=== conv1_column_feeder ===
conv1_column_feeder/layer_met2.png
The bar under the picture is 100 microns long.
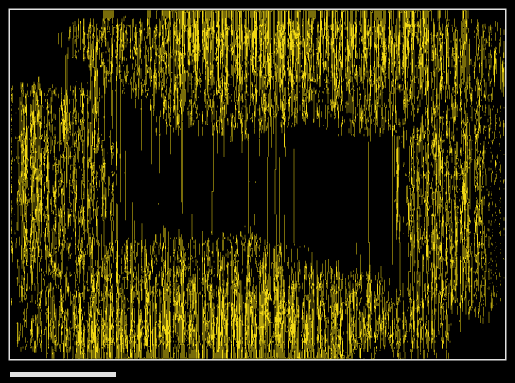

### src/rtl/cnn_pkg.sv
// Shared CNN definitions: fp16 word type, layer-1 column geometry and the
// column-feeder state encoding.
package cnn_pkg;

    localparam int FP16_WIDTH = 16;
    typedef logic [FP16_WIDTH-1:0] fp16_t;

    // Layer-1 input geometry: 12 rows per column, 4 channels, 12 columns per frame.
    localparam int L1_COL_SIZE = 12;
    localparam int L1_CHANNELS = 4;
    localparam int L1_NUM_COLS = 12;

    typedef enum logic {
        FEED_FILL = 1'b0,
        FEED_HOLD = 1'b1
    } feed_state_t;

    // Bits needed to index 0..n-1, never less than one.
    function automatic int width_of(input int n);
        return (n > 1) ? $clog2(n) : 1;
    endfunction

endpackage

### src/rtl/conv1_column_feeder.sv
// Gathers one row-pixel per handshake into a full column and presents it to the conv-1 layer.
// Optional debug outputs (column index, frame count) are enabled by defining CONV1_FEEDER_DBG_EN.
module conv1_column_feeder
    import cnn_pkg::*;
#(
    parameter int DATA_WIDTH = $bits(fp16_t),
    parameter int COL_SIZE   = L1_COL_SIZE,
    parameter int CHANNELS   = L1_CHANNELS,
    parameter int NUM_COLS   = L1_NUM_COLS,
    parameter int MIN_GAP    = 0
) (
    input  logic                                           clk,
    input  logic                                           rst,
    input  logic                                           pix_valid,
    output logic                                           pix_ready,
    input  logic [CHANNELS-1:0][DATA_WIDTH-1:0]            pix_data,
    input  logic                                           pix_last,
    output logic [CHANNELS-1:0][COL_SIZE-1:0][DATA_WIDTH-1:0] col_out,
    output logic                                           col_valid,
    output logic                                           frame_last,
    output logic                                           err_frame
`ifdef CONV1_FEEDER_DBG_EN
    ,
    output logic [width_of(NUM_COLS)-1:0]                  dbg_col_idx,
    output logic [15:0]                                    dbg_frame_cnt
`endif
);

    localparam int RW = width_of(COL_SIZE);
    localparam int CW = width_of(NUM_COLS);
    localparam int GW = width_of(MIN_GAP + 1);

    localparam logic [RW-1:0] LAST_ROW = RW'(COL_SIZE - 1);
    localparam logic [CW-1:0] LAST_COL = CW'(NUM_COLS - 1);
    localparam logic [GW-1:0] GAP_LOAD = GW'(MIN_GAP);

    typedef logic [CHANNELS-1:0][COL_SIZE-1:0][DATA_WIDTH-1:0] column_t;

    feed_state_t   state;
    feed_state_t   state_next;
    logic [RW-1:0] row_cnt;
    logic [RW-1:0] row_next;
    logic [CW-1:0] col_cnt;
    logic [CW-1:0] col_next;
    logic [GW-1:0] gap_cnt;
    logic [GW-1:0] gap_next;

    column_t wbuf;
    column_t col_asm;

    logic accept;
    logic at_frame_end;
    logic bad_last;
    logic emit;
    logic missing_last;

    assign pix_ready    = (state == FEED_FILL);
    assign accept       = pix_valid & pix_ready;
    assign at_frame_end = (row_cnt == LAST_ROW) && (col_cnt == LAST_COL);

    // A pix_last anywhere but the frame's final pixel aborts the column in flight.
    assign bad_last     = accept & pix_last & ~at_frame_end;
    assign emit         = accept & (row_cnt == LAST_ROW) & ~bad_last;
    assign missing_last = emit & at_frame_end & ~pix_last;

    // NOTE: every always_comb output gets a default first so no path can infer a latch.
    always_comb begin
        row_next = row_cnt;
        col_next = col_cnt;
        gap_next = (gap_cnt != '0) ? gap_cnt - GW'(1) : gap_cnt;

        if (bad_last) begin
            row_next = '0;
            col_next = '0;
        end else if (emit) begin
            row_next = '0;
            col_next = (col_cnt == LAST_COL) ? '0 : col_cnt + CW'(1);
            gap_next = GAP_LOAD;
        end else if (accept) begin
            row_next = row_cnt + RW'(1);
        end

        // State tracks the registered stall condition exactly, so pix_ready is glitch-free.
        state_next = ((row_next == LAST_ROW) && (gap_next != '0)) ? FEED_HOLD : FEED_FILL;
    end

    // The final row goes straight from pix_data into the emitted column.
    always_comb begin
        col_asm = wbuf;
        for (int c = 0; c < CHANNELS; c++) begin
            col_asm[c][COL_SIZE-1] = pix_data[c];
        end
    end

    // NOTE: the write buffer carries no reset; every row is rewritten before it is emitted.
    always_ff @(posedge clk) begin
        if (accept) begin
            for (int c = 0; c < CHANNELS; c++) begin
                wbuf[c][row_cnt] <= pix_data[c];
            end
        end
    end

    // NOTE: sequential state uses non-blocking assignments only.
    always_ff @(posedge clk or posedge rst) begin
        if (rst) begin
            state      <= FEED_FILL;
            row_cnt    <= '0;
            col_cnt    <= '0;
            gap_cnt    <= '0;
            col_out    <= '0;
            col_valid  <= 1'b0;
            frame_last <= 1'b0;
            err_frame  <= 1'b0;
        end else begin
            state      <= state_next;
            row_cnt    <= row_next;
            col_cnt    <= col_next;
            gap_cnt    <= gap_next;
            col_valid  <= emit;
            frame_last <= emit & (col_cnt == LAST_COL);
            err_frame  <= err_frame | bad_last | missing_last;
            if (emit) begin
                col_out <= col_asm;
            end
        end
    end

`ifdef CONV1_FEEDER_DBG_EN
    assign dbg_col_idx = col_cnt;

    always_ff @(posedge clk or posedge rst) begin
        if (rst) begin
            dbg_frame_cnt <= '0;
        end else if (emit && (col_cnt == LAST_COL)) begin
            dbg_frame_cnt <= dbg_frame_cnt + 16'd1;
        end
    end
`endif

endmodule

### config.mk
export PLATFORM = sky130hd
export DESIGN_NAME = conv1_column_feeder
export DESIGN_NICKNAME = d
export VERILOG_FILES = /design/src/rtl/cnn_pkg.sv /design/src/rtl/conv1_column_feeder.sv
export SDC_FILE = /design/constraint.sdc
export NUM_CORES = 2
export LEC_CHECK = 0
export ABC_AREA = 1
export CORE_ASPECT_RATIO = 0.7
export CORE_MARGIN = 4
export CORE_UTILIZATION = 35
export CTS_BUF_LIST = sky130_fd_sc_hd__clkbuf_16
export CTS_CLUSTER_DIAMETER = 150
export DETAILED_ROUTE_END_ITERATION = 16
export GPL_ROUTABILITY_DRIVEN = 1
export MAX_ROUTING_LAYER = met4
export PLACE_DENSITY_LB_ADDON = 0.25
export RECOVER_POWER = 25
export SLEW_MARGIN = 20
export SYNTH_ARGS = -nofsm -noshare
export SYNTH_HDL_FRONTEND = slang
export SYNTH_SLANG_ARGS = --single-unit
### constraint.sdc
create_clock -name clk -period 32.4 [get_ports clk]
set_clock_uncertainty 0.1 [all_clocks]
set_input_delay 4.86 -clock clk [delete_from_list [all_inputs] [get_ports clk]]
set_output_delay 4.86 -clock clk [all_outputs]
set_load 0.02 [all_outputs]
=== regression_arb ===
## config.mk

```make
export PLATFORM = sky130hd
export DESIGN_NAME = regression_arb
export DESIGN_NICKNAME = d
export VERILOG_FILES = /design/src/rtl/regression_arb.sv
export SDC_FILE = /design/constraint.sdc
export NUM_CORES = 1
export LEC_CHECK = 0
export ABC_AREA = 0
export CORE_UTILIZATION = 43
export CTS_BUF_LIST = sky130_fd_sc_hd__clkbuf_2
export DETAILED_ROUTE_END_ITERATION = 8
export PLACE_DENSITY = 0.88
export SYNTH_ARGS = -nofsm -noshare
export SYNTH_HDL_FRONTEND = slang
export SYNTH_SLANG_ARGS = --single-unit
```

## constraint.sdc

```tcl
create_clock -name clk -period 3.9 [get_ports clk]
set_clock_uncertainty 0.1 [all_clocks]
set_input_delay 0.78 -clock clk [delete_from_list [all_inputs] [get_ports clk]]
set_output_delay 0.78 -clock clk [all_outputs]
set_load 0.005 [all_outputs]
```

## src/rtl/regression_arb.sv

```systemverilog
`default_nettype none
// ============================================================================
// Module   : regression_arb
// Summary  : Two-requester arbiter fronting a shared combinational regression
//            datapath. Fixed-priority build: define REGR_FIXED_PRIO_EN.
// Revision : 1.0
// ============================================================================
module regression_arb #(
    parameter int COUNT_W = 16
) (
    input  logic               clk,
    input  logic               rst_n,
    input  logic               r0_valid,
    input  logic               r1_valid,
    output logic               r0_ready,
    output logic               r1_ready,
    input  logic [15:0]        r0_f0,
    input  logic [15:0]        r1_f0,
    input  logic [15:0]        r0_c1,
    input  logic [15:0]        r1_c1,
    input  logic [31:0]        r0_c0,
    input  logic [31:0]        r1_c0,
    input  logic               r0_cin,
    input  logic               r1_cin,
    output logic [15:0]        dp_f0,
    output logic [15:0]        dp_c1,
    output logic [31:0]        dp_c0,
    output logic               dp_cin,
    input  logic [31:0]        dp_y,
    output logic               rsp_valid,
    input  logic               rsp_ready,
    output logic               rsp_id,
    output logic [31:0]        rsp_y,
    output logic               busy,
    output logic [COUNT_W-1:0] ops_done
);

    localparam logic [1:0] c_idle = 2'd0;
    localparam logic [1:0] c_calc = 2'd1;
    localparam logic [1:0] c_resp = 2'd2;

    localparam logic [COUNT_W-1:0] c_one = {{(COUNT_W-1){1'b0}}, 1'b1};

    logic [1:0]         r_state;
    logic               r_id;
    logic [15:0]        r_f0;
    logic [15:0]        r_c1;
    logic [31:0]        r_c0;
    logic               r_cin;
    logic [31:0]        r_y;
    logic [COUNT_W-1:0] r_ops;

    logic               w_idle;
    logic               w_gnt0;
    logic               w_gnt1;
    logic               w_calc;

    // Grants are suppressed while reset is asserted so no ready leaks out.
    assign w_idle = (r_state == c_idle) && rst_n;

`ifdef REGR_FIXED_PRIO_EN
    assign w_gnt0 = w_idle & r0_valid;
    assign w_gnt1 = w_idle & r1_valid & ~r0_valid;
`else
    logic r_last;   // requester granted most recently; 1 so r0 wins the first tie

    assign w_gnt0 = w_idle & r0_valid & (~r1_valid | r_last);
    assign w_gnt1 = w_idle & r1_valid & (~r0_valid | ~r_last);

    always_ff @(posedge clk) begin
        if (!rst_n) begin
            r_last <= 1'b1;
        end else if (w_gnt0 | w_gnt1) begin
            r_last <= w_gnt1;
        end
    end
`endif

    always_ff @(posedge clk) begin
        if (!rst_n) begin
            r_state <= c_idle;
            r_id    <= 1'b0;
            r_f0    <= '0;
            r_c1    <= '0;
            r_c0    <= '0;
            r_cin   <= 1'b0;
            r_y     <= '0;
            r_ops   <= '0;
        end else begin
            case (r_state)
                c_idle: begin
                    if (w_gnt0 | w_gnt1) begin
                        r_id    <= w_gnt1;
                        r_f0    <= w_gnt1 ? r1_f0  : r0_f0;
                        r_c1    <= w_gnt1 ? r1_c1  : r0_c1;
                        r_c0    <= w_gnt1 ? r1_c0  : r0_c0;
                        r_cin   <= w_gnt1 ? r1_cin : r0_cin;
                        r_state <= c_calc;
                    end
                end
                c_calc: begin
                    r_y     <= dp_y;
                    r_state <= c_resp;
                end
                c_resp: begin
                    if (rsp_ready) begin
                        r_ops   <= r_ops + c_one;
                        r_state <= c_idle;
                    end
                end
                default: r_state <= c_idle;
            endcase
        end
    end

    // Datapath inputs are only live during the compute cycle.
    assign w_calc    = (r_state == c_calc);
    assign dp_f0     = w_calc ? r_f0  : 16'd0;
    assign dp_c1     = w_calc ? r_c1  : 16'd0;
    assign dp_c0     = w_calc ? r_c0  : 32'd0;
    assign dp_cin    = w_calc ? r_cin : 1'b0;

    assign r0_ready  = w_gnt0;
    assign r1_ready  = w_gnt1;
    assign rsp_valid = (r_state == c_resp);
    assign rsp_id    = r_id;
    assign rsp_y     = r_y;
    assign busy      = (r_state != c_idle);
    assign ops_done  = r_ops;

endmodule
`default_nettype wire

```

=== mips_multicycle ===
`src/rtl/mips_multicycle.sv`:
```
// Multicycle MIPS subset core (add/sub/and/or/slt, addi, lw, sw, beq, j).
// One instruction walks FETCH -> DECODE -> EXECUTE [-> MEMORY] [-> WRITEBACK]
// over a single request/ready memory port shared by fetch and data.
//
// Ports:
//   clock, reset          rising-edge clock, asynchronous active-high reset
//   mem_req/mem_we        registered request strobe and store flag
//   mem_addr/mem_wdata    registered byte address (low ADDR_W bits) and store data
//   mem_ready/mem_rdata   completion handshake and read data from memory
//   retire                one-cycle pulse per completed instruction
//   illegal               sticky halt flag (unsupported opcode or misaligned access)
//   pc_out                architectural PC
module mips_multicycle #(
    parameter logic [31:0] RESET_PC = 32'h0000_0000,
    parameter int          ADDR_W   = 32
) (
    input  logic              clock,
    input  logic              reset,
    output logic              mem_req,
    output logic              mem_we,
    output logic [ADDR_W-1:0] mem_addr,
    output logic [31:0]       mem_wdata,
    input  logic              mem_ready,
    input  logic [31:0]       mem_rdata,
    output logic              retire,
    output logic              illegal,
    output logic [31:0]       pc_out
);

    localparam logic [5:0] OP_R = 6'h00, OP_J = 6'h02, OP_BEQ = 6'h04,
                           OP_ADDI = 6'h08, OP_LW = 6'h23, OP_SW = 6'h2B;
    localparam logic [5:0] F_ADD = 6'h20, F_SUB = 6'h22, F_AND = 6'h24,
                           F_OR = 6'h25, F_SLT = 6'h2A;

    typedef enum logic [2:0] {
        S_FETCH, S_DECODE, S_EXECUTE, S_MEMORY, S_WRITEBACK, S_HALT
    } state_t;

    state_t              state_q, state_d;
    logic [31:0]         pc_q, pc_d, ir_q, ir_d, a_q, a_d, b_q, b_d;
    logic [31:0]         imm_q, imm_d, alu_q, alu_d, mdr_q, mdr_d;
    logic                mem_req_q, mem_req_d, mem_we_q, mem_we_d;
    logic [ADDR_W-1:0]   mem_addr_q, mem_addr_d;
    logic [31:0]         mem_wdata_q, mem_wdata_d;
    logic [31:0]         rf_q [32];
    logic                rf_we;
    logic [4:0]          rf_waddr;
    logic [31:0]         rf_wdata;
    logic                mem_done;
    logic [5:0]          opcode;

    function automatic logic is_legal(input logic [31:0] ins);
        logic ok;
        case (ins[31:26])
            OP_R:                               ok = ins[5:0] inside {F_ADD, F_SUB, F_AND, F_OR, F_SLT};
            OP_J, OP_BEQ, OP_ADDI, OP_LW, OP_SW: ok = 1'b1;
            default:                            ok = 1'b0;
        endcase
        return ok;
    endfunction

    // ready only counts while a request is actually on the bus
    assign mem_done = mem_req_q & mem_ready;
    assign opcode   = ir_q[31:26];

    always_comb begin
        state_d  = state_q;
        pc_d     = pc_q;
        ir_d     = ir_q;
        a_d      = a_q;
        b_d      = b_q;
        imm_d    = imm_q;
        alu_d    = alu_q;
        mdr_d    = mdr_q;
        rf_we    = 1'b0;
        rf_waddr = 5'd0;
        rf_wdata = 32'd0;
        retire   = 1'b0;
        case (state_q)
            S_FETCH: if (mem_done) begin
                ir_d    = mem_rdata;
                pc_d    = pc_q + 32'd4;
                state_d = S_DECODE;
            end
            S_DECODE: begin
                a_d     = rf_q[ir_q[25:21]];
                b_d     = rf_q[ir_q[20:16]];
                imm_d   = {{16{ir_q[15]}}, ir_q[15:0]};
                state_d = is_legal(ir_q) ? S_EXECUTE : S_HALT;
            end
            S_EXECUTE: case (opcode)
                OP_BEQ: begin
                    if (a_q == b_q) pc_d = pc_q + (imm_q << 2);
                    retire  = 1'b1;
                    state_d = S_FETCH;
                end
                OP_J: begin
                    pc_d    = {pc_q[31:28], ir_q[25:0], 2'b00};
                    retire  = 1'b1;
                    state_d = S_FETCH;
                end
                OP_LW, OP_SW: begin
                    alu_d   = a_q + imm_q;
                    // misaligned: halt before any data request goes out
                    state_d = (alu_d[1:0] != 2'b00) ? S_HALT : S_MEMORY;
                end
                OP_ADDI: begin
                    alu_d   = a_q + imm_q;
                    state_d = S_WRITEBACK;
                end
                default: begin
                    case (ir_q[5:0])
                        F_SUB:   alu_d = a_q - b_q;
                        F_AND:   alu_d = a_q & b_q;
                        F_OR:    alu_d = a_q | b_q;
                        F_SLT:   alu_d = {31'd0, $signed(a_q) < $signed(b_q)};
                        default: alu_d = a_q + b_q;
                    endcase
                    state_d = S_WRITEBACK;
                end
            endcase
            S_MEMORY: if (mem_done) begin
                if (opcode == OP_SW) begin
                    retire  = 1'b1;
                    state_d = S_FETCH;
                end else begin
                    mdr_d   = mem_rdata;
                    state_d = S_WRITEBACK;
                end
            end
            S_WRITEBACK: begin
                rf_we    = 1'b1;
                rf_waddr = (opcode == OP_R) ? ir_q[15:11] : ir_q[20:16];
                rf_wdata = (opcode == OP_LW) ? mdr_q : alu_q;
                retire   = 1'b1;
                state_d  = S_FETCH;
            end
            default: ;
        endcase

        // Bus outputs are registered against the state being entered, so they
        // line up with state_q and stay frozen while a transaction waits.
        mem_req_d   = (state_d == S_FETCH) || (state_d == S_MEMORY);
        mem_we_d    = (state_d == S_MEMORY) && (opcode == OP_SW);
        mem_addr_d  = (state_d == S_FETCH) ? pc_d[ADDR_W-1:0] : alu_d[ADDR_W-1:0];
        mem_wdata_d = (state_d == S_MEMORY) ? b_q : mem_wdata_q;
    end

    always_ff @(posedge clock or posedge reset) begin
        if (reset) begin
            state_q     <= S_FETCH;
            pc_q        <= RESET_PC;
            ir_q        <= '0;
            a_q         <= '0;
            b_q         <= '0;
            imm_q       <= '0;
            alu_q       <= '0;
            mdr_q       <= '0;
            mem_req_q   <= 1'b0;
            mem_we_q    <= 1'b0;
            mem_addr_q  <= '0;
            mem_wdata_q <= '0;
        end else begin
            state_q     <= state_d;
            pc_q        <= pc_d;
            ir_q        <= ir_d;
            a_q         <= a_d;
            b_q         <= b_d;
            imm_q       <= imm_d;
            alu_q       <= alu_d;
            mdr_q       <= mdr_d;
            mem_req_q   <= mem_req_d;
            mem_we_q    <= mem_we_d;
            mem_addr_q  <= mem_addr_d;
            mem_wdata_q <= mem_wdata_d;
        end
    end

    // register 0 is never written, so it always reads back as zero
    always_ff @(posedge clock or posedge reset) begin
        if (reset) begin
            for (int i = 0; i < 32; i++) rf_q[i] <= '0;
        end else if (rf_we && (rf_waddr != 5'd0)) begin
            rf_q[rf_waddr] <= rf_wdata;
        end
    end

    assign mem_req   = mem_req_q;
    assign mem_we    = mem_we_q;
    assign mem_addr  = mem_addr_q;
    assign mem_wdata = mem_wdata_q;
    assign illegal   = (state_q == S_HALT);
    assign pc_out    = pc_q;

endmodule

```
`config.mk`:
```
export PLATFORM = sky130hd
export DESIGN_NAME = mips_multicycle
export DESIGN_NICKNAME = d
export VERILOG_FILES = /design/src/rtl/mips_multicycle.sv
export SDC_FILE = /design/constraint.sdc
export NUM_CORES = 2
export LEC_CHECK = 0
export ABC_AREA = 0
export CORE_MARGIN = 3
export CORE_UTILIZATION = 58
export DETAILED_ROUTE_END_ITERATION = 16
export DONT_BUFFER_PORTS = 1
export MAX_ROUTING_LAYER = met4
export PLACE_DENSITY = 0.88
export SYNTH_ARGS = -nofsm -noshare
export SYNTH_HDL_FRONTEND = slang
export SYNTH_SLANG_ARGS = --single-unit
```
`constraint.sdc`:
```
create_clock -name clock -period 46.6 [get_ports clock]
set_clock_uncertainty 0.05 [all_clocks]
set_input_delay 9.32 -clock clock [delete_from_list [all_inputs] [get_ports clock]]
set_output_delay 9.32 -clock clock [all_outputs]
set_load 0.01 [all_outputs]
```
=== traffic_display_scanner ===
File: src/rtl/traffic_display_scanner_pkg.sv
// Shared segment patterns, slot indices and the frame snapshot type for the status display.
// The controller top level reuses the SEG_* constants.
package traffic_display_scanner_pkg;

    // Segment order is {g,f,e,d,c,b,a}, active-high.
    localparam logic [6:0] SEG_0     = 7'h3F;
    localparam logic [6:0] SEG_1     = 7'h06;
    localparam logic [6:0] SEG_2     = 7'h5B;
    localparam logic [6:0] SEG_3     = 7'h4F;
    localparam logic [6:0] SEG_4     = 7'h66;
    localparam logic [6:0] SEG_5     = 7'h6D;
    localparam logic [6:0] SEG_6     = 7'h7D;
    localparam logic [6:0] SEG_7     = 7'h07;
    localparam logic [6:0] SEG_8     = 7'h7F;
    localparam logic [6:0] SEG_9     = 7'h6F;
    localparam logic [6:0] SEG_DASH  = 7'h40;
    localparam logic [6:0] SEG_BLANK = 7'h00;

    // Slot value equals the DIG bit index it enables.
    localparam logic [1:0] SLOT_AH = 2'd3;
    localparam logic [1:0] SLOT_AL = 2'd2;
    localparam logic [1:0] SLOT_BH = 2'd1;
    localparam logic [1:0] SLOT_BL = 2'd0;

    typedef struct packed {
        logic [3:0] a_h;
        logic [3:0] a_l;
        logic [3:0] b_h;
        logic [3:0] b_l;
        logic       a_light;
        logic       b_light;
    } snap_t;

    function automatic logic illegal_pair(input snap_t s);
        return s.a_light == s.b_light;
    endfunction

endpackage

File: src/rtl/traffic_display_scanner_bcd7seg.sv
// Combinational BCD to 7-segment decoder with optional zero blanking.
// Values 10-15 decode to a dash.
module bcd7seg
    import traffic_display_scanner_pkg::*;
(
    input  logic [3:0] bcd_i,
    input  logic       blank_zero_i,
    output logic [6:0] seg_o
);

    always_comb begin
        seg_o = SEG_DASH;
        unique case (bcd_i)
            4'd0:    seg_o = blank_zero_i ? SEG_BLANK : SEG_0;
            4'd1:    seg_o = SEG_1;
            4'd2:    seg_o = SEG_2;
            4'd3:    seg_o = SEG_3;
            4'd4:    seg_o = SEG_4;
            4'd5:    seg_o = SEG_5;
            4'd6:    seg_o = SEG_6;
            4'd7:    seg_o = SEG_7;
            4'd8:    seg_o = SEG_8;
            4'd9:    seg_o = SEG_9;
            default: seg_o = SEG_DASH;
        endcase
    end

endmodule

File: src/rtl/traffic_display_scanner.sv
// Scans the intersection countdown onto a 4-digit multiplexed display and drives the lamps,
// showing a blinking-red fault display whenever the frame snapshot holds an illegal light pair.
module traffic_display_scanner
    import traffic_display_scanner_pkg::*;
#(
    parameter int unsigned SCAN_DIV = 1000,
    parameter int unsigned DIV_W    = 10
) (
    input  logic       CLK,
    input  logic       R,
    input  logic [3:0] A_Time_H,
    input  logic [3:0] A_Time_L,
    input  logic [3:0] B_Time_H,
    input  logic [3:0] B_Time_L,
    input  logic       A_Light,
    input  logic       B_Light,
    output logic [6:0] SEG,
    output logic [3:0] DIG,
    output logic       A_RED,
    output logic       A_GRN,
    output logic       B_RED,
    output logic       B_GRN,
    output logic       FAULT
);

    logic [DIV_W-1:0] presc_q, presc_d;
    logic [1:0]       slot_q, slot_d;
    snap_t            snap_q, snap_d;
    logic             first_q, first_d;
    logic             fault_q, fault_d;
    logic             blink_q, blink_d;
    logic [6:0]       seg_q, seg_d;
    logic [3:0]       dig_q, dig_d;
    logic [3:0]       lamp_q, lamp_d; // {a_red, a_grn, b_red, b_grn}

    snap_t      in_snap;
    snap_t      disp_snap;
    logic [1:0] disp_slot;
    logic       disp_fault;
    logic       tick;
    logic       capture;
    logic [3:0] digit;
    logic       blank_zero;
    logic [6:0] dec_seg;

    always_comb begin
        in_snap = '{a_h: A_Time_H, a_l: A_Time_L, b_h: B_Time_H, b_l: B_Time_L,
                    a_light: A_Light, b_light: B_Light};

        tick    = (presc_q == DIV_W'(SCAN_DIV - 1));
        presc_d = tick ? '0 : presc_q + DIV_W'(1);
        capture = first_q | (tick & (slot_q == SLOT_BL));

        first_d = 1'b0;
        slot_d  = slot_q;
        snap_d  = snap_q;
        fault_d = fault_q;
        blink_d = blink_q;

        if (first_q) begin
            slot_d = SLOT_AH;
        end else if (tick) begin
            slot_d = slot_q - 2'd1;
        end

        if (capture) begin
            snap_d  = in_snap;
            fault_d = illegal_pair(in_snap);
            blink_d = fault_d ? ~blink_q : 1'b0;
        end

        if (fault_d) begin
            lamp_d = {blink_d, 1'b0, blink_d, 1'b0};
        end else begin
            lamp_d = {~snap_d.a_light, snap_d.a_light, ~snap_d.b_light, snap_d.b_light};
        end
    end

    // The first cycle after reset shows the snapshot being captured so DIG asserts at once.
    always_comb begin
        disp_snap  = first_q ? in_snap : snap_q;
        disp_slot  = first_q ? SLOT_AH : slot_q;
        disp_fault = first_q ? illegal_pair(in_snap) : fault_q;

        digit = disp_snap.b_l;
        unique case (disp_slot)
            SLOT_AH: digit = disp_snap.a_h;
            SLOT_AL: digit = disp_snap.a_l;
            SLOT_BH: digit = disp_snap.b_h;
            SLOT_BL: digit = disp_snap.b_l;
            default: digit = disp_snap.b_l;
        endcase
        blank_zero = (disp_slot == SLOT_AH) || (disp_slot == SLOT_BH);
    end

    bcd7seg u_bcd7seg (
        .bcd_i        (digit),
        .blank_zero_i (blank_zero),
        .seg_o        (dec_seg)
    );

    // A tick blanks the digit enables for one cycle so the old segments never ghost.
    always_comb begin
        dig_d = 4'b0000;
        seg_d = SEG_BLANK;
        if (!tick) begin
            dig_d = 4'b0001 << disp_slot;
            seg_d = disp_fault ? SEG_DASH : dec_seg;
        end
    end

    always_ff @(posedge CLK) begin
        if (!R) begin
            presc_q <= '0;
            slot_q  <= SLOT_BL;
            snap_q  <= '0;
            first_q <= 1'b1;
            fault_q <= 1'b0;
            blink_q <= 1'b0;
            seg_q   <= SEG_BLANK;
            dig_q   <= 4'b0000;
            lamp_q  <= 4'b0000;
        end else begin
            presc_q <= presc_d;
            slot_q  <= slot_d;
            snap_q  <= snap_d;
            first_q <= first_d;
            fault_q <= fault_d;
            blink_q <= blink_d;
            seg_q   <= seg_d;
            dig_q   <= dig_d;
            lamp_q  <= lamp_d;
        end
    end

    assign SEG   = seg_q;
    assign DIG   = dig_q;
    assign A_RED = lamp_q[3];
    assign A_GRN = lamp_q[2];
    assign B_RED = lamp_q[1];
    assign B_GRN = lamp_q[0];
    assign FAULT = fault_q;

endmodule

File: config.mk
export PLATFORM = sky130hd
export DESIGN_NAME = traffic_display_scanner
export DESIGN_NICKNAME = d
export VERILOG_FILES = /design/src/rtl/traffic_display_scanner_pkg.sv /design/src/rtl/traffic_display_scanner_bcd7seg.sv /design/src/rtl/traffic_display_scanner.sv
export SDC_FILE = /design/constraint.sdc
export NUM_CORES = 1
export LEC_CHECK = 0
export CAP_MARGIN = 20
export CORE_ASPECT_RATIO = 1.75
export CORE_MARGIN = 2
export CORE_UTILIZATION = 45
export CTS_CLUSTER_DIAMETER = 200
export DETAILED_ROUTE_END_ITERATION = 10
export PLACE_DENSITY = 0.69
export SYNTH_ARGS = -nofsm -noshare
export SYNTH_HDL_FRONTEND = slang
export SYNTH_SLANG_ARGS = --single-unit
File: constraint.sdc
create_clock -name CLK -period 2.04 [get_ports CLK]
set_input_delay 0.306 -clock CLK [delete_from_list [all_inputs] [get_ports CLK]]
set_output_delay 0.306 -clock CLK [all_outputs]
set_load 0.03 [all_outputs]

==> layout pictures side by side <==
Routing congestion map.
(a)
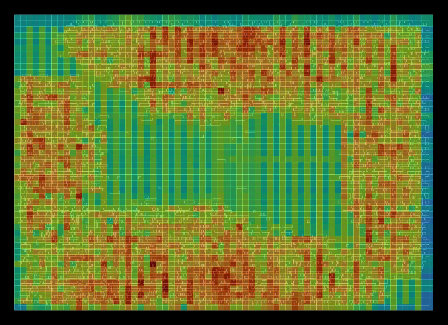
(b)
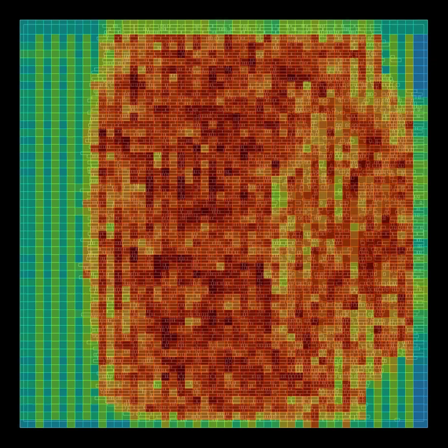
(c)
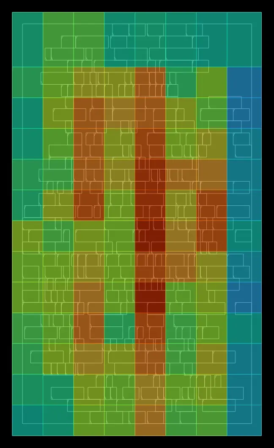
(d)
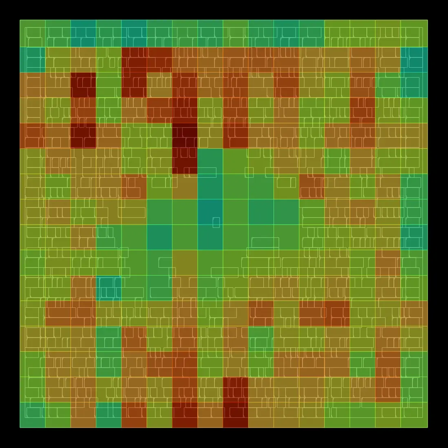
Of these, lowest track usage: (c)
Of these, lowest utilization: (a)
(b) -> mips_multicycle
(c) -> traffic_display_scanner
(a) -> conv1_column_feeder
(d) -> regression_arb

traffic_display_scanner/logic_types.png
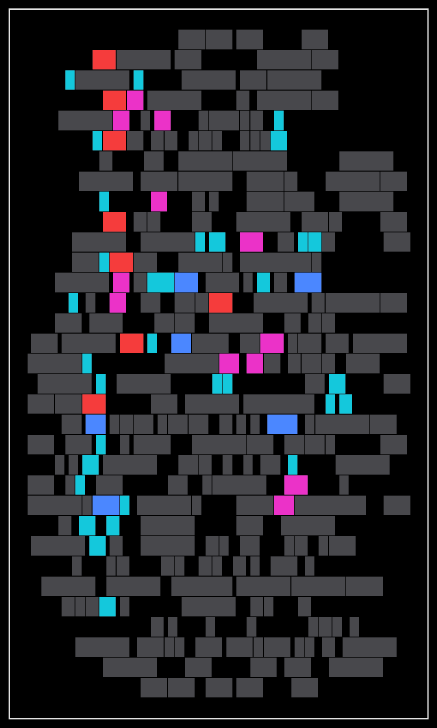
Cyan stands for NOR gates, cells 31. Blue stands for AND-OR and OR-AND gates, cells 6. Magenta stands for AND and OR gates, cells 12. Red stands for XOR/XNOR gates, cells 8.
Comb area share: 40.4%
Post-Layout Cell Count: 335

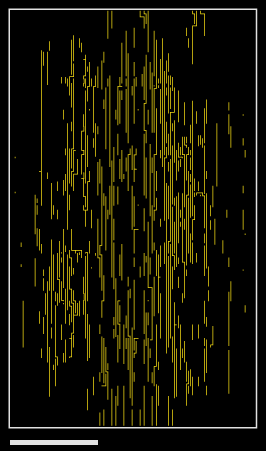
traffic_display_scanner/layer_met2.png
The bar under the picture is 20 microns long.
257 nets have wire on it. The wires run mostly vertical.
Via Count: 1790
routed wire length: 4.40 mm

==> impl_metrics.tcl, traffic_display_scanner <==
# implementation run metrics
set metrics [dict create \
    pwr-share-clk_pct 29.4 \
    chipWidth_microns 56.0 \
    ys.flops 48 \
    grt_pass1_wl_mm 7.51 \
    ys_sh_simple_pct 21.7 \
    status "complete, no violations" \
    aoi_share_pct 17.8 \
    fin_crit_ns 1.86 \
    top_area_cell "dfxtp_1" \
    post_cts_buffers 0 \
    synthTopCellsByArea "dfxtp_1 45%, nand2_1 8.4%, a21oi_1 6.8%" \
    fin_ws_ns 0.184 \
    drive_gt1_share_pct 14.1 \
    dp_hpwl_mm 3.29 \
    worstHoldPathType "reg2reg" \
    inverters 5 \
    place_ws_ns 0.0789 \
    cp.depth 5 \
]
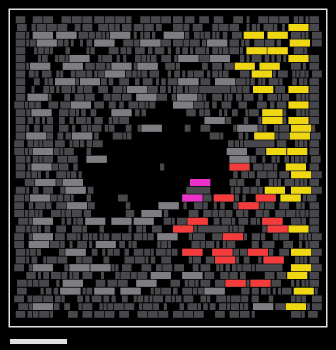
regression_arb/flops_by_reg.png
The bar under the picture is 20 microns long. Other sequential cells in the stronger gray, the rest of the logic in the fainter gray.
Magenta stands for r_state, flops 2. Yellow stands for rsp_y, flops 32, where a column on the right. Red stands for ops_done, flops 16.
Another 67 sequential cells are not colored.

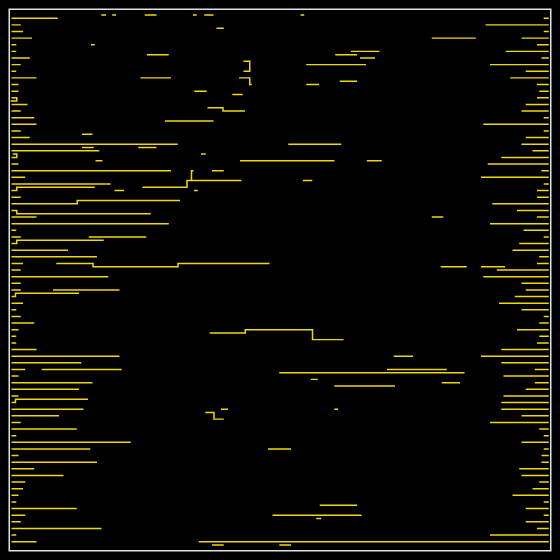
regression_arb/layer_met3.png
The longest straight run is 71.6 microns. The wires run mostly horizontal.

==> impl_metrics.tcl, regression_arb <==
# implementation run metrics
set metrics [dict create \
    cts_hold_buf 0 \
    core_sq_um 11500 \
    routed_wl_mm 16.3 \
    cp.depth 4 \
    ys_sh_simple_pct 27.8 \
    pwr-share-clk_pct 30.9 \
    cts_tree "done" \
    required_ns 3.02 \
    fin_crit_ns 3.51 \
    ff_type "dfxtp_1" \
    cts.root.buffer_cell "clkbuf_2" \
    power.internal_uw 1980 \
    comb_cells 494 \
    status "complete, no violations" \
    antennaDiodeCount 0 \
    nFillCells 893 \
    hold_ws_ns 0.364 \
]
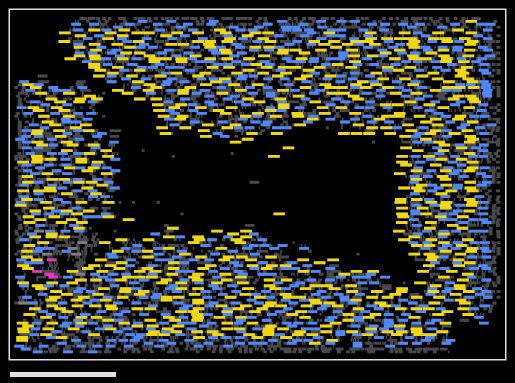
conv1_column_feeder/flops_by_reg.png
The bar under the picture is 100 microns long. Other sequential cells in the stronger gray, the rest of the logic in the fainter gray.
Magenta stands for col_cnt, flops 4, where bottom left. Blue stands for col_out, flops 768, where spread over the die. Yellow stands for col_asm, flops 704, where spread over the die.
Another 7 sequential cells are not colored.
Seq area share: 61.2%
flip-flop and latch power: 2180 uW
Core Util, Final: 45.4%
Register Area: 40600 sq um

About conv1_column_feeder/layer_met2.png:
The wires run mostly vertical. The layer holds 46% of the routed length. 3766 nets have wire on it. The longest straight run is 144 microns.
met2 GRT Util: 32.2%
Via Count: 34400
routed wire length: 167 mm

==> impl_metrics.tcl, conv1_column_feeder <==
# implementation run metrics
set metrics [dict create \
    place_ws_ns 20.78 \
    adder_share_pct 0.120 \
    yosys-stat-area_sq_um 52000 \
    violations "max-capacitance violations, max-slew violations" \
    layout.non_clock_buffers 897 \
    slew_headroom_pct -228 \
    min_from "col_asm[449]" \
    p_sw_uw 1130 \
    crit_arrival_ns 12.40 \
    cp-startpoint "rst" \
    maxCapViolations 8 \
    synth-edff-count 704 \
    reg2reg_depth 10 \
    min_to "col_out[449]" \
    pwr-share-clk_pct 37.2 \
    status "finished with violations" \
    layout_top_cells "1557 x nand2_1, 779 x dfrtp_1, 776 x nand3_1" \
    yosys.area.top_type_share_pct 40.7 \
    most_common_cell "nand2_1" \
    synthTopCellsByArea "edfxtp_1 41%, dfrtp_1 38%, nand2_1 11%" \
    setup_viol 0 \
    cts_sinks 1483 \
    met3_usage_pct 4.60 \
    routedWlPerCell_microns 23.8 \
    final_max_slew_viol_count 308 \
    cts_tree "done" \
]
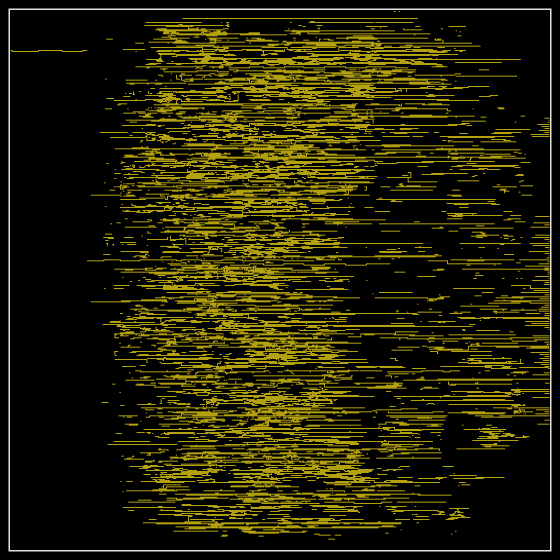
mips_multicycle/layer_met3.png
The wires run mostly horizontal. The layer holds 15% of the routed length. The layer carries 38.9 mm of wire. The longest straight run is 167 microns. 1332 nets have wire on it.
met3 track utilization from global routing: 16.2%
routed wire length: 255 mm
Via Count: 60100

==> impl_metrics.tcl, mips_multicycle <==
# implementation run metrics
set metrics [dict create \
    grt_util_all_layers_pct 41.2 \
    clockBufferCount 184 \
    path_buffers 0 \
    dominant_cells "logic gates" \
    synth_area_sq_um 71700 \
    powerClk_uw 1170 \
    dpl.cell_count 7724 \
    cts_sinks 1301 \
    wl_met2_mm 113 \
    place_ws_ns 27.18 \
    met2_usage_pct 59.8 \
    hold_viol 0 \
    taps 1625 \
    power.internal_uw 1820 \
    post-route-period-util_pct 41.7 \
    yosysSeqAreaShare_pct 45.4 \
    min_to "rf_q[1010]" \
    worstSetupPathType "in2out" \
    cp_slowest_cell "o21ai_0" \
    yosys-stat-area_sq_um 71700 \
    synthXorXnorAreaFrac_pct 0.731 \
    dp_hpwl_mm 148 \
    critPathMaxStageDelay_ns 0.45 \
    fin_crit_ns 19.42 \
    grt_pass1_wl_mm 381 \
    ys_top_logic_family "multiplexers" \
    antennaDiodeCount 13 \
    synthArstFlopShare_pct 100 \
    adder_share_pct 2.85 \
    min_path_cells 0 \
    grt_setup_unrepaired "no" \
    grt_max_degree 189 \
    status "complete, no violations" \
    fin_ws_ns 27.18 \
    final_nets 6430 \
]

=== oy_toplama ===
### src/rtl/oy_toplama.sv
// oy_toplama: ballot collection stage feeding the election-result block.
// Saturating 2-bit per-party counts for four boxes, published on poll close.
module oy_toplama #(
   parameter int TOPLAM_W = 8
) (
   input  logic                clk,
   input  logic                rst,
   input  logic                baslat,
   input  logic                kapat,
   input  logic                oy_gecerli,
   output logic                oy_hazir,
   input  logic [1:0]          oy_sandik,
   input  logic                oy_parti,
   output logic [7:0]          T,
   output logic [7:0]          H,
   output logic                sonuc_gecerli,
   output logic [3:0]          tasma,
   output logic [TOPLAM_W-1:0] toplam_oy
);

   typedef enum logic [1:0] {BOS, ACIK, SAYIM, SONUC} durum_e;

   localparam logic [TOPLAM_W-1:0] BIR  = TOPLAM_W'(1);
   localparam logic [TOPLAM_W-1:0] DOLU = '1;

   durum_e              durum_q, durum_d;
   logic [7:0]          t_say_q, t_say_d;
   logic [7:0]          h_say_q, h_say_d;
   logic [7:0]          t_q, t_d;
   logic [7:0]          h_q, h_d;
   logic [3:0]          ovf_q, ovf_d;
   logic [3:0]          tasma_q, tasma_d;
   logic                sonuc_q, sonuc_d;
   logic [TOPLAM_W-1:0] toplam_q, toplam_d;

   logic                kabul;
   logic                temizle;
   logic [2:0]          ofs;
   logic [1:0]          secili;

   assign oy_hazir      = (durum_q == ACIK);
   assign kabul         = oy_gecerli && oy_hazir;
   assign temizle       = baslat && ((durum_q == BOS) || (durum_q == SONUC));
   assign ofs           = {oy_sandik, 1'b0};
   assign secili        = oy_parti ? t_say_q[ofs +: 2] : h_say_q[ofs +: 2];

   assign T             = t_q;
   assign H             = h_q;
   assign tasma         = tasma_q;
   assign sonuc_gecerli = sonuc_q;
   assign toplam_oy     = toplam_q;

   always_comb begin
      durum_d = durum_q;
      unique case (durum_q)
         BOS:   if (baslat) durum_d = ACIK;
         ACIK:  if (kapat)  durum_d = SAYIM;
         SAYIM:             durum_d = SONUC;
         SONUC: if (baslat) durum_d = ACIK;
      endcase
   end

   always_comb begin
      t_say_d  = t_say_q;
      h_say_d  = h_say_q;
      t_d      = t_q;
      h_d      = h_q;
      ovf_d    = ovf_q;
      tasma_d  = tasma_q;
      sonuc_d  = sonuc_q;
      toplam_d = toplam_q;

      if (temizle) begin
         t_say_d  = '0;
         h_say_d  = '0;
         t_d      = '0;
         h_d      = '0;
         ovf_d    = '0;
         tasma_d  = '0;
         sonuc_d  = 1'b0;
         toplam_d = '0;
      end else if (kabul) begin
         if (secili == 2'd3) begin
            ovf_d[oy_sandik] = 1'b1;
         end else if (oy_parti) begin
            t_say_d[ofs +: 2] = secili + 2'd1;
         end else begin
            h_say_d[ofs +: 2] = secili + 2'd1;
         end
         if (toplam_q != DOLU) toplam_d = toplam_q + BIR;
      end

      // overflow flags stay internal until publish so tasma is stable in ACIK
      if (durum_q == SAYIM) begin
         t_d     = t_say_q;
         h_d     = h_say_q;
         tasma_d = ovf_q;
         sonuc_d = 1'b1;
      end
   end

   always_ff @(posedge clk or posedge rst) begin
      if (rst) begin
         durum_q  <= BOS;
         t_say_q  <= '0;
         h_say_q  <= '0;
         t_q      <= '0;
         h_q      <= '0;
         ovf_q    <= '0;
         tasma_q  <= '0;
         sonuc_q  <= 1'b0;
         toplam_q <= '0;
      end else begin
         durum_q  <= durum_d;
         t_say_q  <= t_say_d;
         h_say_q  <= h_say_d;
         t_q      <= t_d;
         h_q      <= h_d;
         ovf_q    <= ovf_d;
         tasma_q  <= tasma_d;
         sonuc_q  <= sonuc_d;
         toplam_q <= toplam_d;
      end
   end

endmodule
### config.mk
export PLATFORM = sky130hd
export DESIGN_NAME = oy_toplama
export DESIGN_NICKNAME = d
export VERILOG_FILES = /design/src/rtl/oy_toplama.sv
export SDC_FILE = /design/constraint.sdc
export NUM_CORES = 1
export LEC_CHECK = 0
export ABC_AREA = 1
export CAP_MARGIN = 0
export CORE_MARGIN = 10
export CORE_UTILIZATION = 50
export DETAILED_ROUTE_END_ITERATION = 16
export HOLD_SLACK_MARGIN = 0.02
export PLACE_DENSITY = 0.75
export RECOVER_POWER = 100
export SYNTH_ARGS = -nofsm -noshare
export SYNTH_HDL_FRONTEND = slang
export SYNTH_SLANG_ARGS = --single-unit
export TNS_END_PERCENT = 30
### constraint.sdc
create_clock -name clk -period 2.6 [get_ports clk]
set_clock_uncertainty 0.2 [all_clocks]
set_input_delay 0.39 -clock clk [delete_from_list [all_inputs] [get_ports clk]]
set_output_delay 0.39 -clock clk [all_outputs]
set_load 0.01 [all_outputs]
=== ivector_heard_serializer ===
## src/rtl/ivector_heard_serializer.sv

```systemverilog
// Buffers one IVector heard(meth, v) indication and streams it out as a
// 13-word message: a header word, then meth and v, least significant word first.
module ivector_heard_serializer #(
   parameter logic [15:0] METHOD_ID = 16'd0
) (
   input  logic         CLK,
   input  logic         nRST,
   input  logic         heard__ENA,
   input  logic [191:0] heard_meth,
   input  logic [191:0] heard_v,
   output logic         heard__RDY,
   output logic         msg__ENA,
   output logic [31:0]  msg_data,
   output logic         msg_last,
   input  logic         msg__RDY,
   output logic [15:0]  msg_count
);

   localparam logic [3:0]  LAST_IDX  = 4'd12;
   localparam logic [15:0] NUM_WORDS = 16'd13;

   typedef enum logic {
      IDLE = 1'b0,
      SEND = 1'b1
   } state_t;

   state_t         state_q, state_d;
   logic [3:0]     idx_q, idx_d;
   logic [15:0]    count_q, count_d;
   logic [383:0]   buf_q, buf_d;
   logic [31:0]    word;
   logic           busy;

   always_ff @(posedge CLK) begin
      if (!nRST) begin
         state_q <= IDLE;
         idx_q   <= '0;
         count_q <= '0;
      end else begin
         // NOTE: sequential state uses non-blocking assignments only, so every
         // register samples the pre-edge values of the others.
         state_q <= state_d;
         idx_q   <= idx_d;
         count_q <= count_d;
      end
   end

   // NOTE: the payload buffer is deliberately left out of reset; it is always
   // written before it is read, and a reset-free wide register is cheaper.
   always_ff @(posedge CLK) begin
      buf_q <= buf_d;
   end

   always_comb begin
      // NOTE: every variable gets a default first so no path infers a latch.
      state_d = state_q;
      idx_d   = idx_q;
      count_d = count_q;
      buf_d   = buf_q;
      case (state_q)
         IDLE: begin
            // heard__ENA is only honoured here, so a violating call during SEND is dropped.
            if (heard__ENA) begin
               buf_d   = {heard_v, heard_meth};
               idx_d   = '0;
               state_d = SEND;
            end
         end
         SEND: begin
            if (msg__RDY) begin
               if (idx_q == LAST_IDX) begin
                  state_d = IDLE;
                  idx_d   = '0;
                  count_d = count_q + 16'd1;
               end else begin
                  idx_d = idx_q + 4'd1;
               end
            end
         end
         default: state_d = IDLE;
      endcase
   end

   // buf holds {v, meth}, so payload word k (1..12) is simply slice k-1.
   always_comb begin
      word = '0;
      if (idx_q == 4'd0) begin
         word = {METHOD_ID, NUM_WORDS};
      end else if (idx_q <= LAST_IDX) begin
         word = buf_q[{idx_q - 4'd1, 5'd0} +: 32];
      end
   end

   // Outputs are held quiet while nRST is low, even before the reset edge lands.
   assign busy       = nRST & (state_q == SEND);
   assign heard__RDY = nRST & (state_q == IDLE);
   assign msg__ENA   = busy & msg__RDY;
   assign msg_data   = busy ? word : 32'd0;
   assign msg_last   = busy & (idx_q == LAST_IDX);
   assign msg_count  = nRST ? count_q : 16'd0;

endmodule

```

## config.mk

```make
export PLATFORM = sky130hd
export DESIGN_NAME = ivector_heard_serializer
export DESIGN_NICKNAME = d
export VERILOG_FILES = /design/src/rtl/ivector_heard_serializer.sv
export SDC_FILE = /design/constraint.sdc
export NUM_CORES = 1
export LEC_CHECK = 0
export CORE_MARGIN = 8
export CORE_UTILIZATION = 52
export DETAILED_ROUTE_END_ITERATION = 12
export PLACE_DENSITY = 0.84
export SYNTH_ARGS = -nofsm -noshare
export SYNTH_HDL_FRONTEND = slang
export SYNTH_SLANG_ARGS = --single-unit
```

## constraint.sdc

```tcl
create_clock -name CLK -period 30.2 [get_ports CLK]
set_clock_uncertainty 0.2 [all_clocks]
set_input_delay 3.02 -clock CLK [delete_from_list [all_inputs] [get_ports CLK]]
set_output_delay 3.02 -clock CLK [all_outputs]
set_load 0.05 [all_outputs]
```

oy_toplama/layer_met3.png
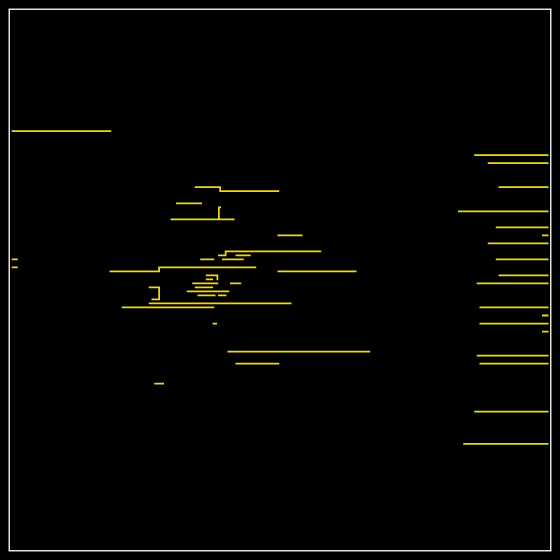
38 nets have wire on it. The layer carries 385 microns of wire. The wires run mostly horizontal. The longest straight run is 23.9 microns.
Via Count: 2214
met3 track utilization from global routing: 3.79%

==> impl_metrics.tcl, oy_toplama <==
# implementation run metrics
set metrics [dict create \
    status "complete, no violations" \
    routedWlPerCell_microns 14.0 \
    path_buffers 5 \
    place_congestion 0.941 \
    cp_slowest_cell "clkdlybuf4s50_1" \
    comb_power_share_pct 39.4 \
    r2r_start "durum_q[0]" \
    wl_met2_mm 2.87 \
    synth.area.mux_share_pct 0 \
    critPathCaptureType "register" \
    finalInstanceArea_sq_um 3200 \
    dp_hpwl_mm 4.37 \
    comb_area_share_pct 33.0 \
    ys.flops 51 \
    chipHeight_microns 91.6 \
    top_area_cell "dfrtp_1" \
    fin_crit_ns 2.40 \
    tightest_slew_ns 1.23 \
    adder_share_pct 4.39 \
    required_ns 2.63 \
    min_to "sonuc_gecerli" \
    aoi_share_pct 15.1 \
    rr_endpoint "toplam_oy[1]" \
    ff_type "dfrtp_1" \
    lay_top_count "nand2_1" \
    cts_tree "done" \
    clockBufferDepth 2 \
]
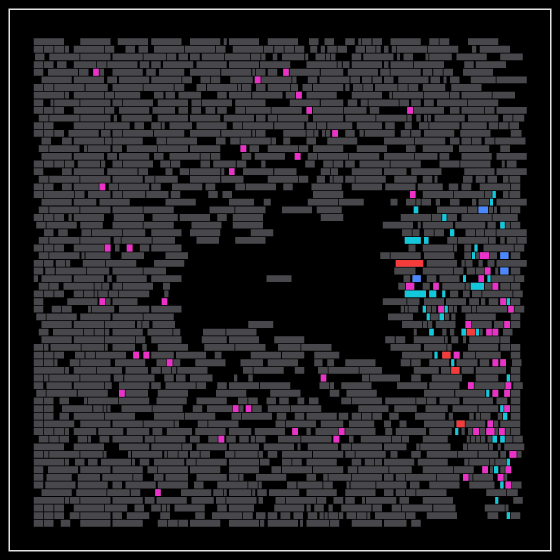
ivector_heard_serializer/logic_types.png
Red stands for XOR/XNOR gates, cells 5. Blue stands for AND-OR and OR-AND gates, cells 4, where right middle. Magenta stands for AND and OR gates, cells 59, where spread over the die. Cyan stands for NOR gates, cells 38.

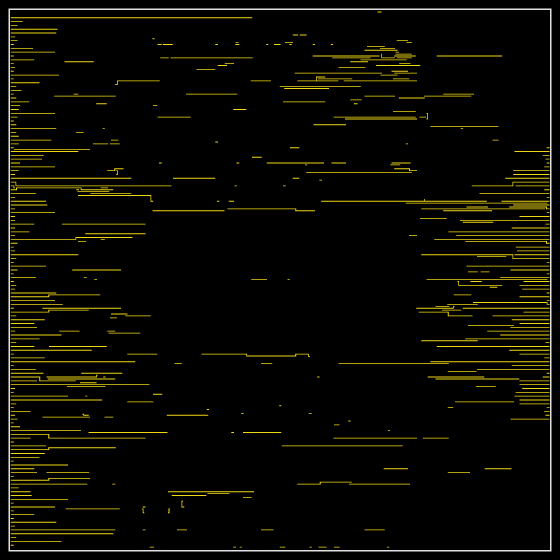
ivector_heard_serializer/layer_met3.png
The layer carries 4560 microns of wire. 329 nets have wire on it.
met3 track utilization from global routing: 7.01%
Via Count: 10000
routed wire length: 46.4 mm

==> impl_metrics.tcl, ivector_heard_serializer <==
# implementation run metrics
set metrics [dict create \
    biggestRegsByFlops "buf_q (384), count_q (16), idx_q (4)" \
    tightest_slew_ns 1.19 \
    synthCells 859 \
    port_buffers 438 \
    clockBufferCount 51 \
    ff_type "edfxtp_1" \
    worstPathCellList "clkdlybuf4s50_1 -> nand2_1 -> or4b_2 -> nand3_1 -> a41o_1 -> clkdlybuf4s50_1" \
    synthXorXnorAreaFrac_pct 0.318 \
    final_core_util_pct 72.6 \
    switching_share_pct 20.5 \
    synth.net_count 1250 \
    drt-met1-wl_mm 16.0 \
    pwr-share-clk_pct 38.3 \
    comb_power_share_pct 9.6 \
    p_per_area_nw_per_um2 57.1 \
    seq_power_uw 659 \
    final_max_slew_viol_count 0 \
    min_from "count_q[15]" \
    comb_area_share_pct 17.7 \
    antenna_found_initial 15 \
    p_leak_uw 0.00735 \
    adder_share_pct 0.233 \
    fin_tns_setup_ns 0 \
    r2r_start "state_q" \
    largest_register_ffs 384 \
    ys_top_logic_family "multiplexers" \
    power_frac_seq_pct 52.0 \
    seq_share_pct 53.9 \
    critPathCaptureType "output port" \
    aoi_share_pct 4.81 \
    top_power_group "registers" \
    finalInstanceArea_sq_um 22200 \
    cts.root.buffer_cell "clkbuf_16" \
    status "complete, no violations" \
    maxCapViolations 0 \
    fp_util_pct 52.7 \
    layout_top_cells "438 x clkdlybuf4s50_1, 384 x edfxtp_1, 90 x mux4_2" \
    core_sq_um 30600 \
    die_area_sq_um 36900 \
    drive_gt1_share_pct 12.7 \
    path_delay_family "buffers and inverters" \
    warning_count 30 \
]


==> notes/layouts.md <==
Pictures saved along the way, in no particular order.

Gate families picked out.
image #1
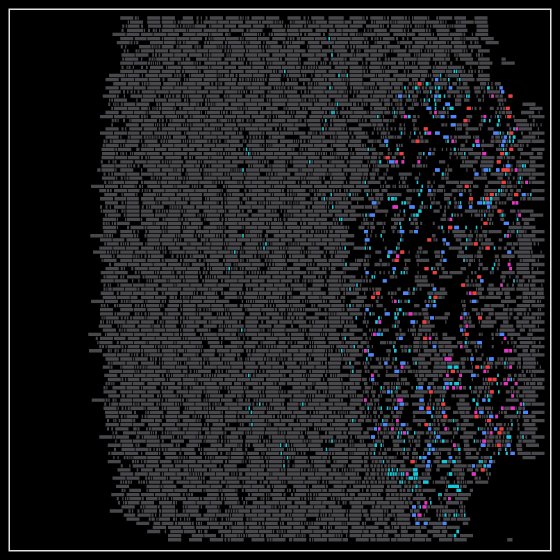
image #2
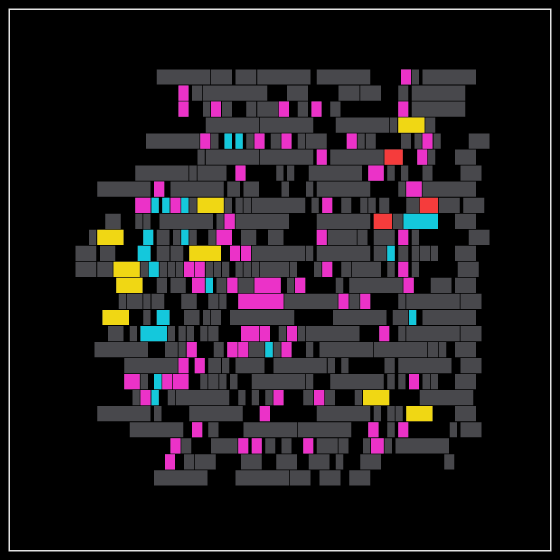
image #3
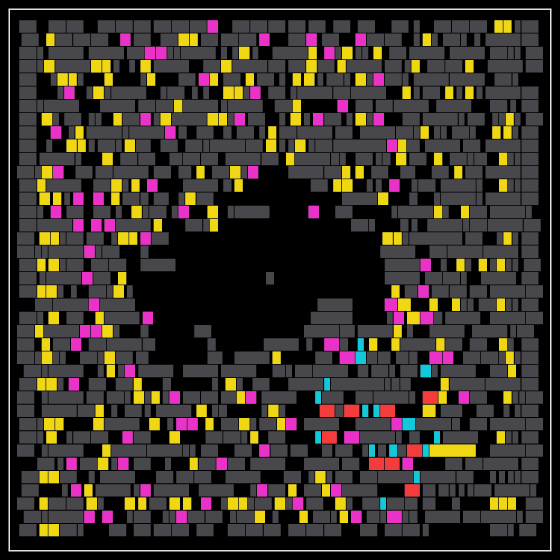
| picture | from |
|---|---|
| image #3 | regression_arb |
| image #1 | mips_multicycle |
| image #2 | oy_toplama |
Of these, most cells: image #1
Of these, fewest cells: image #2

Key to image #1:
Cyan stands for NOR gates, cells 290. Blue stands for AND-OR and OR-AND gates, cells 117. Magenta stands for AND and OR gates, cells 72. Red stands for XOR/XNOR gates, cells 59.

Power is estimated from default activity; no workload was simulated.
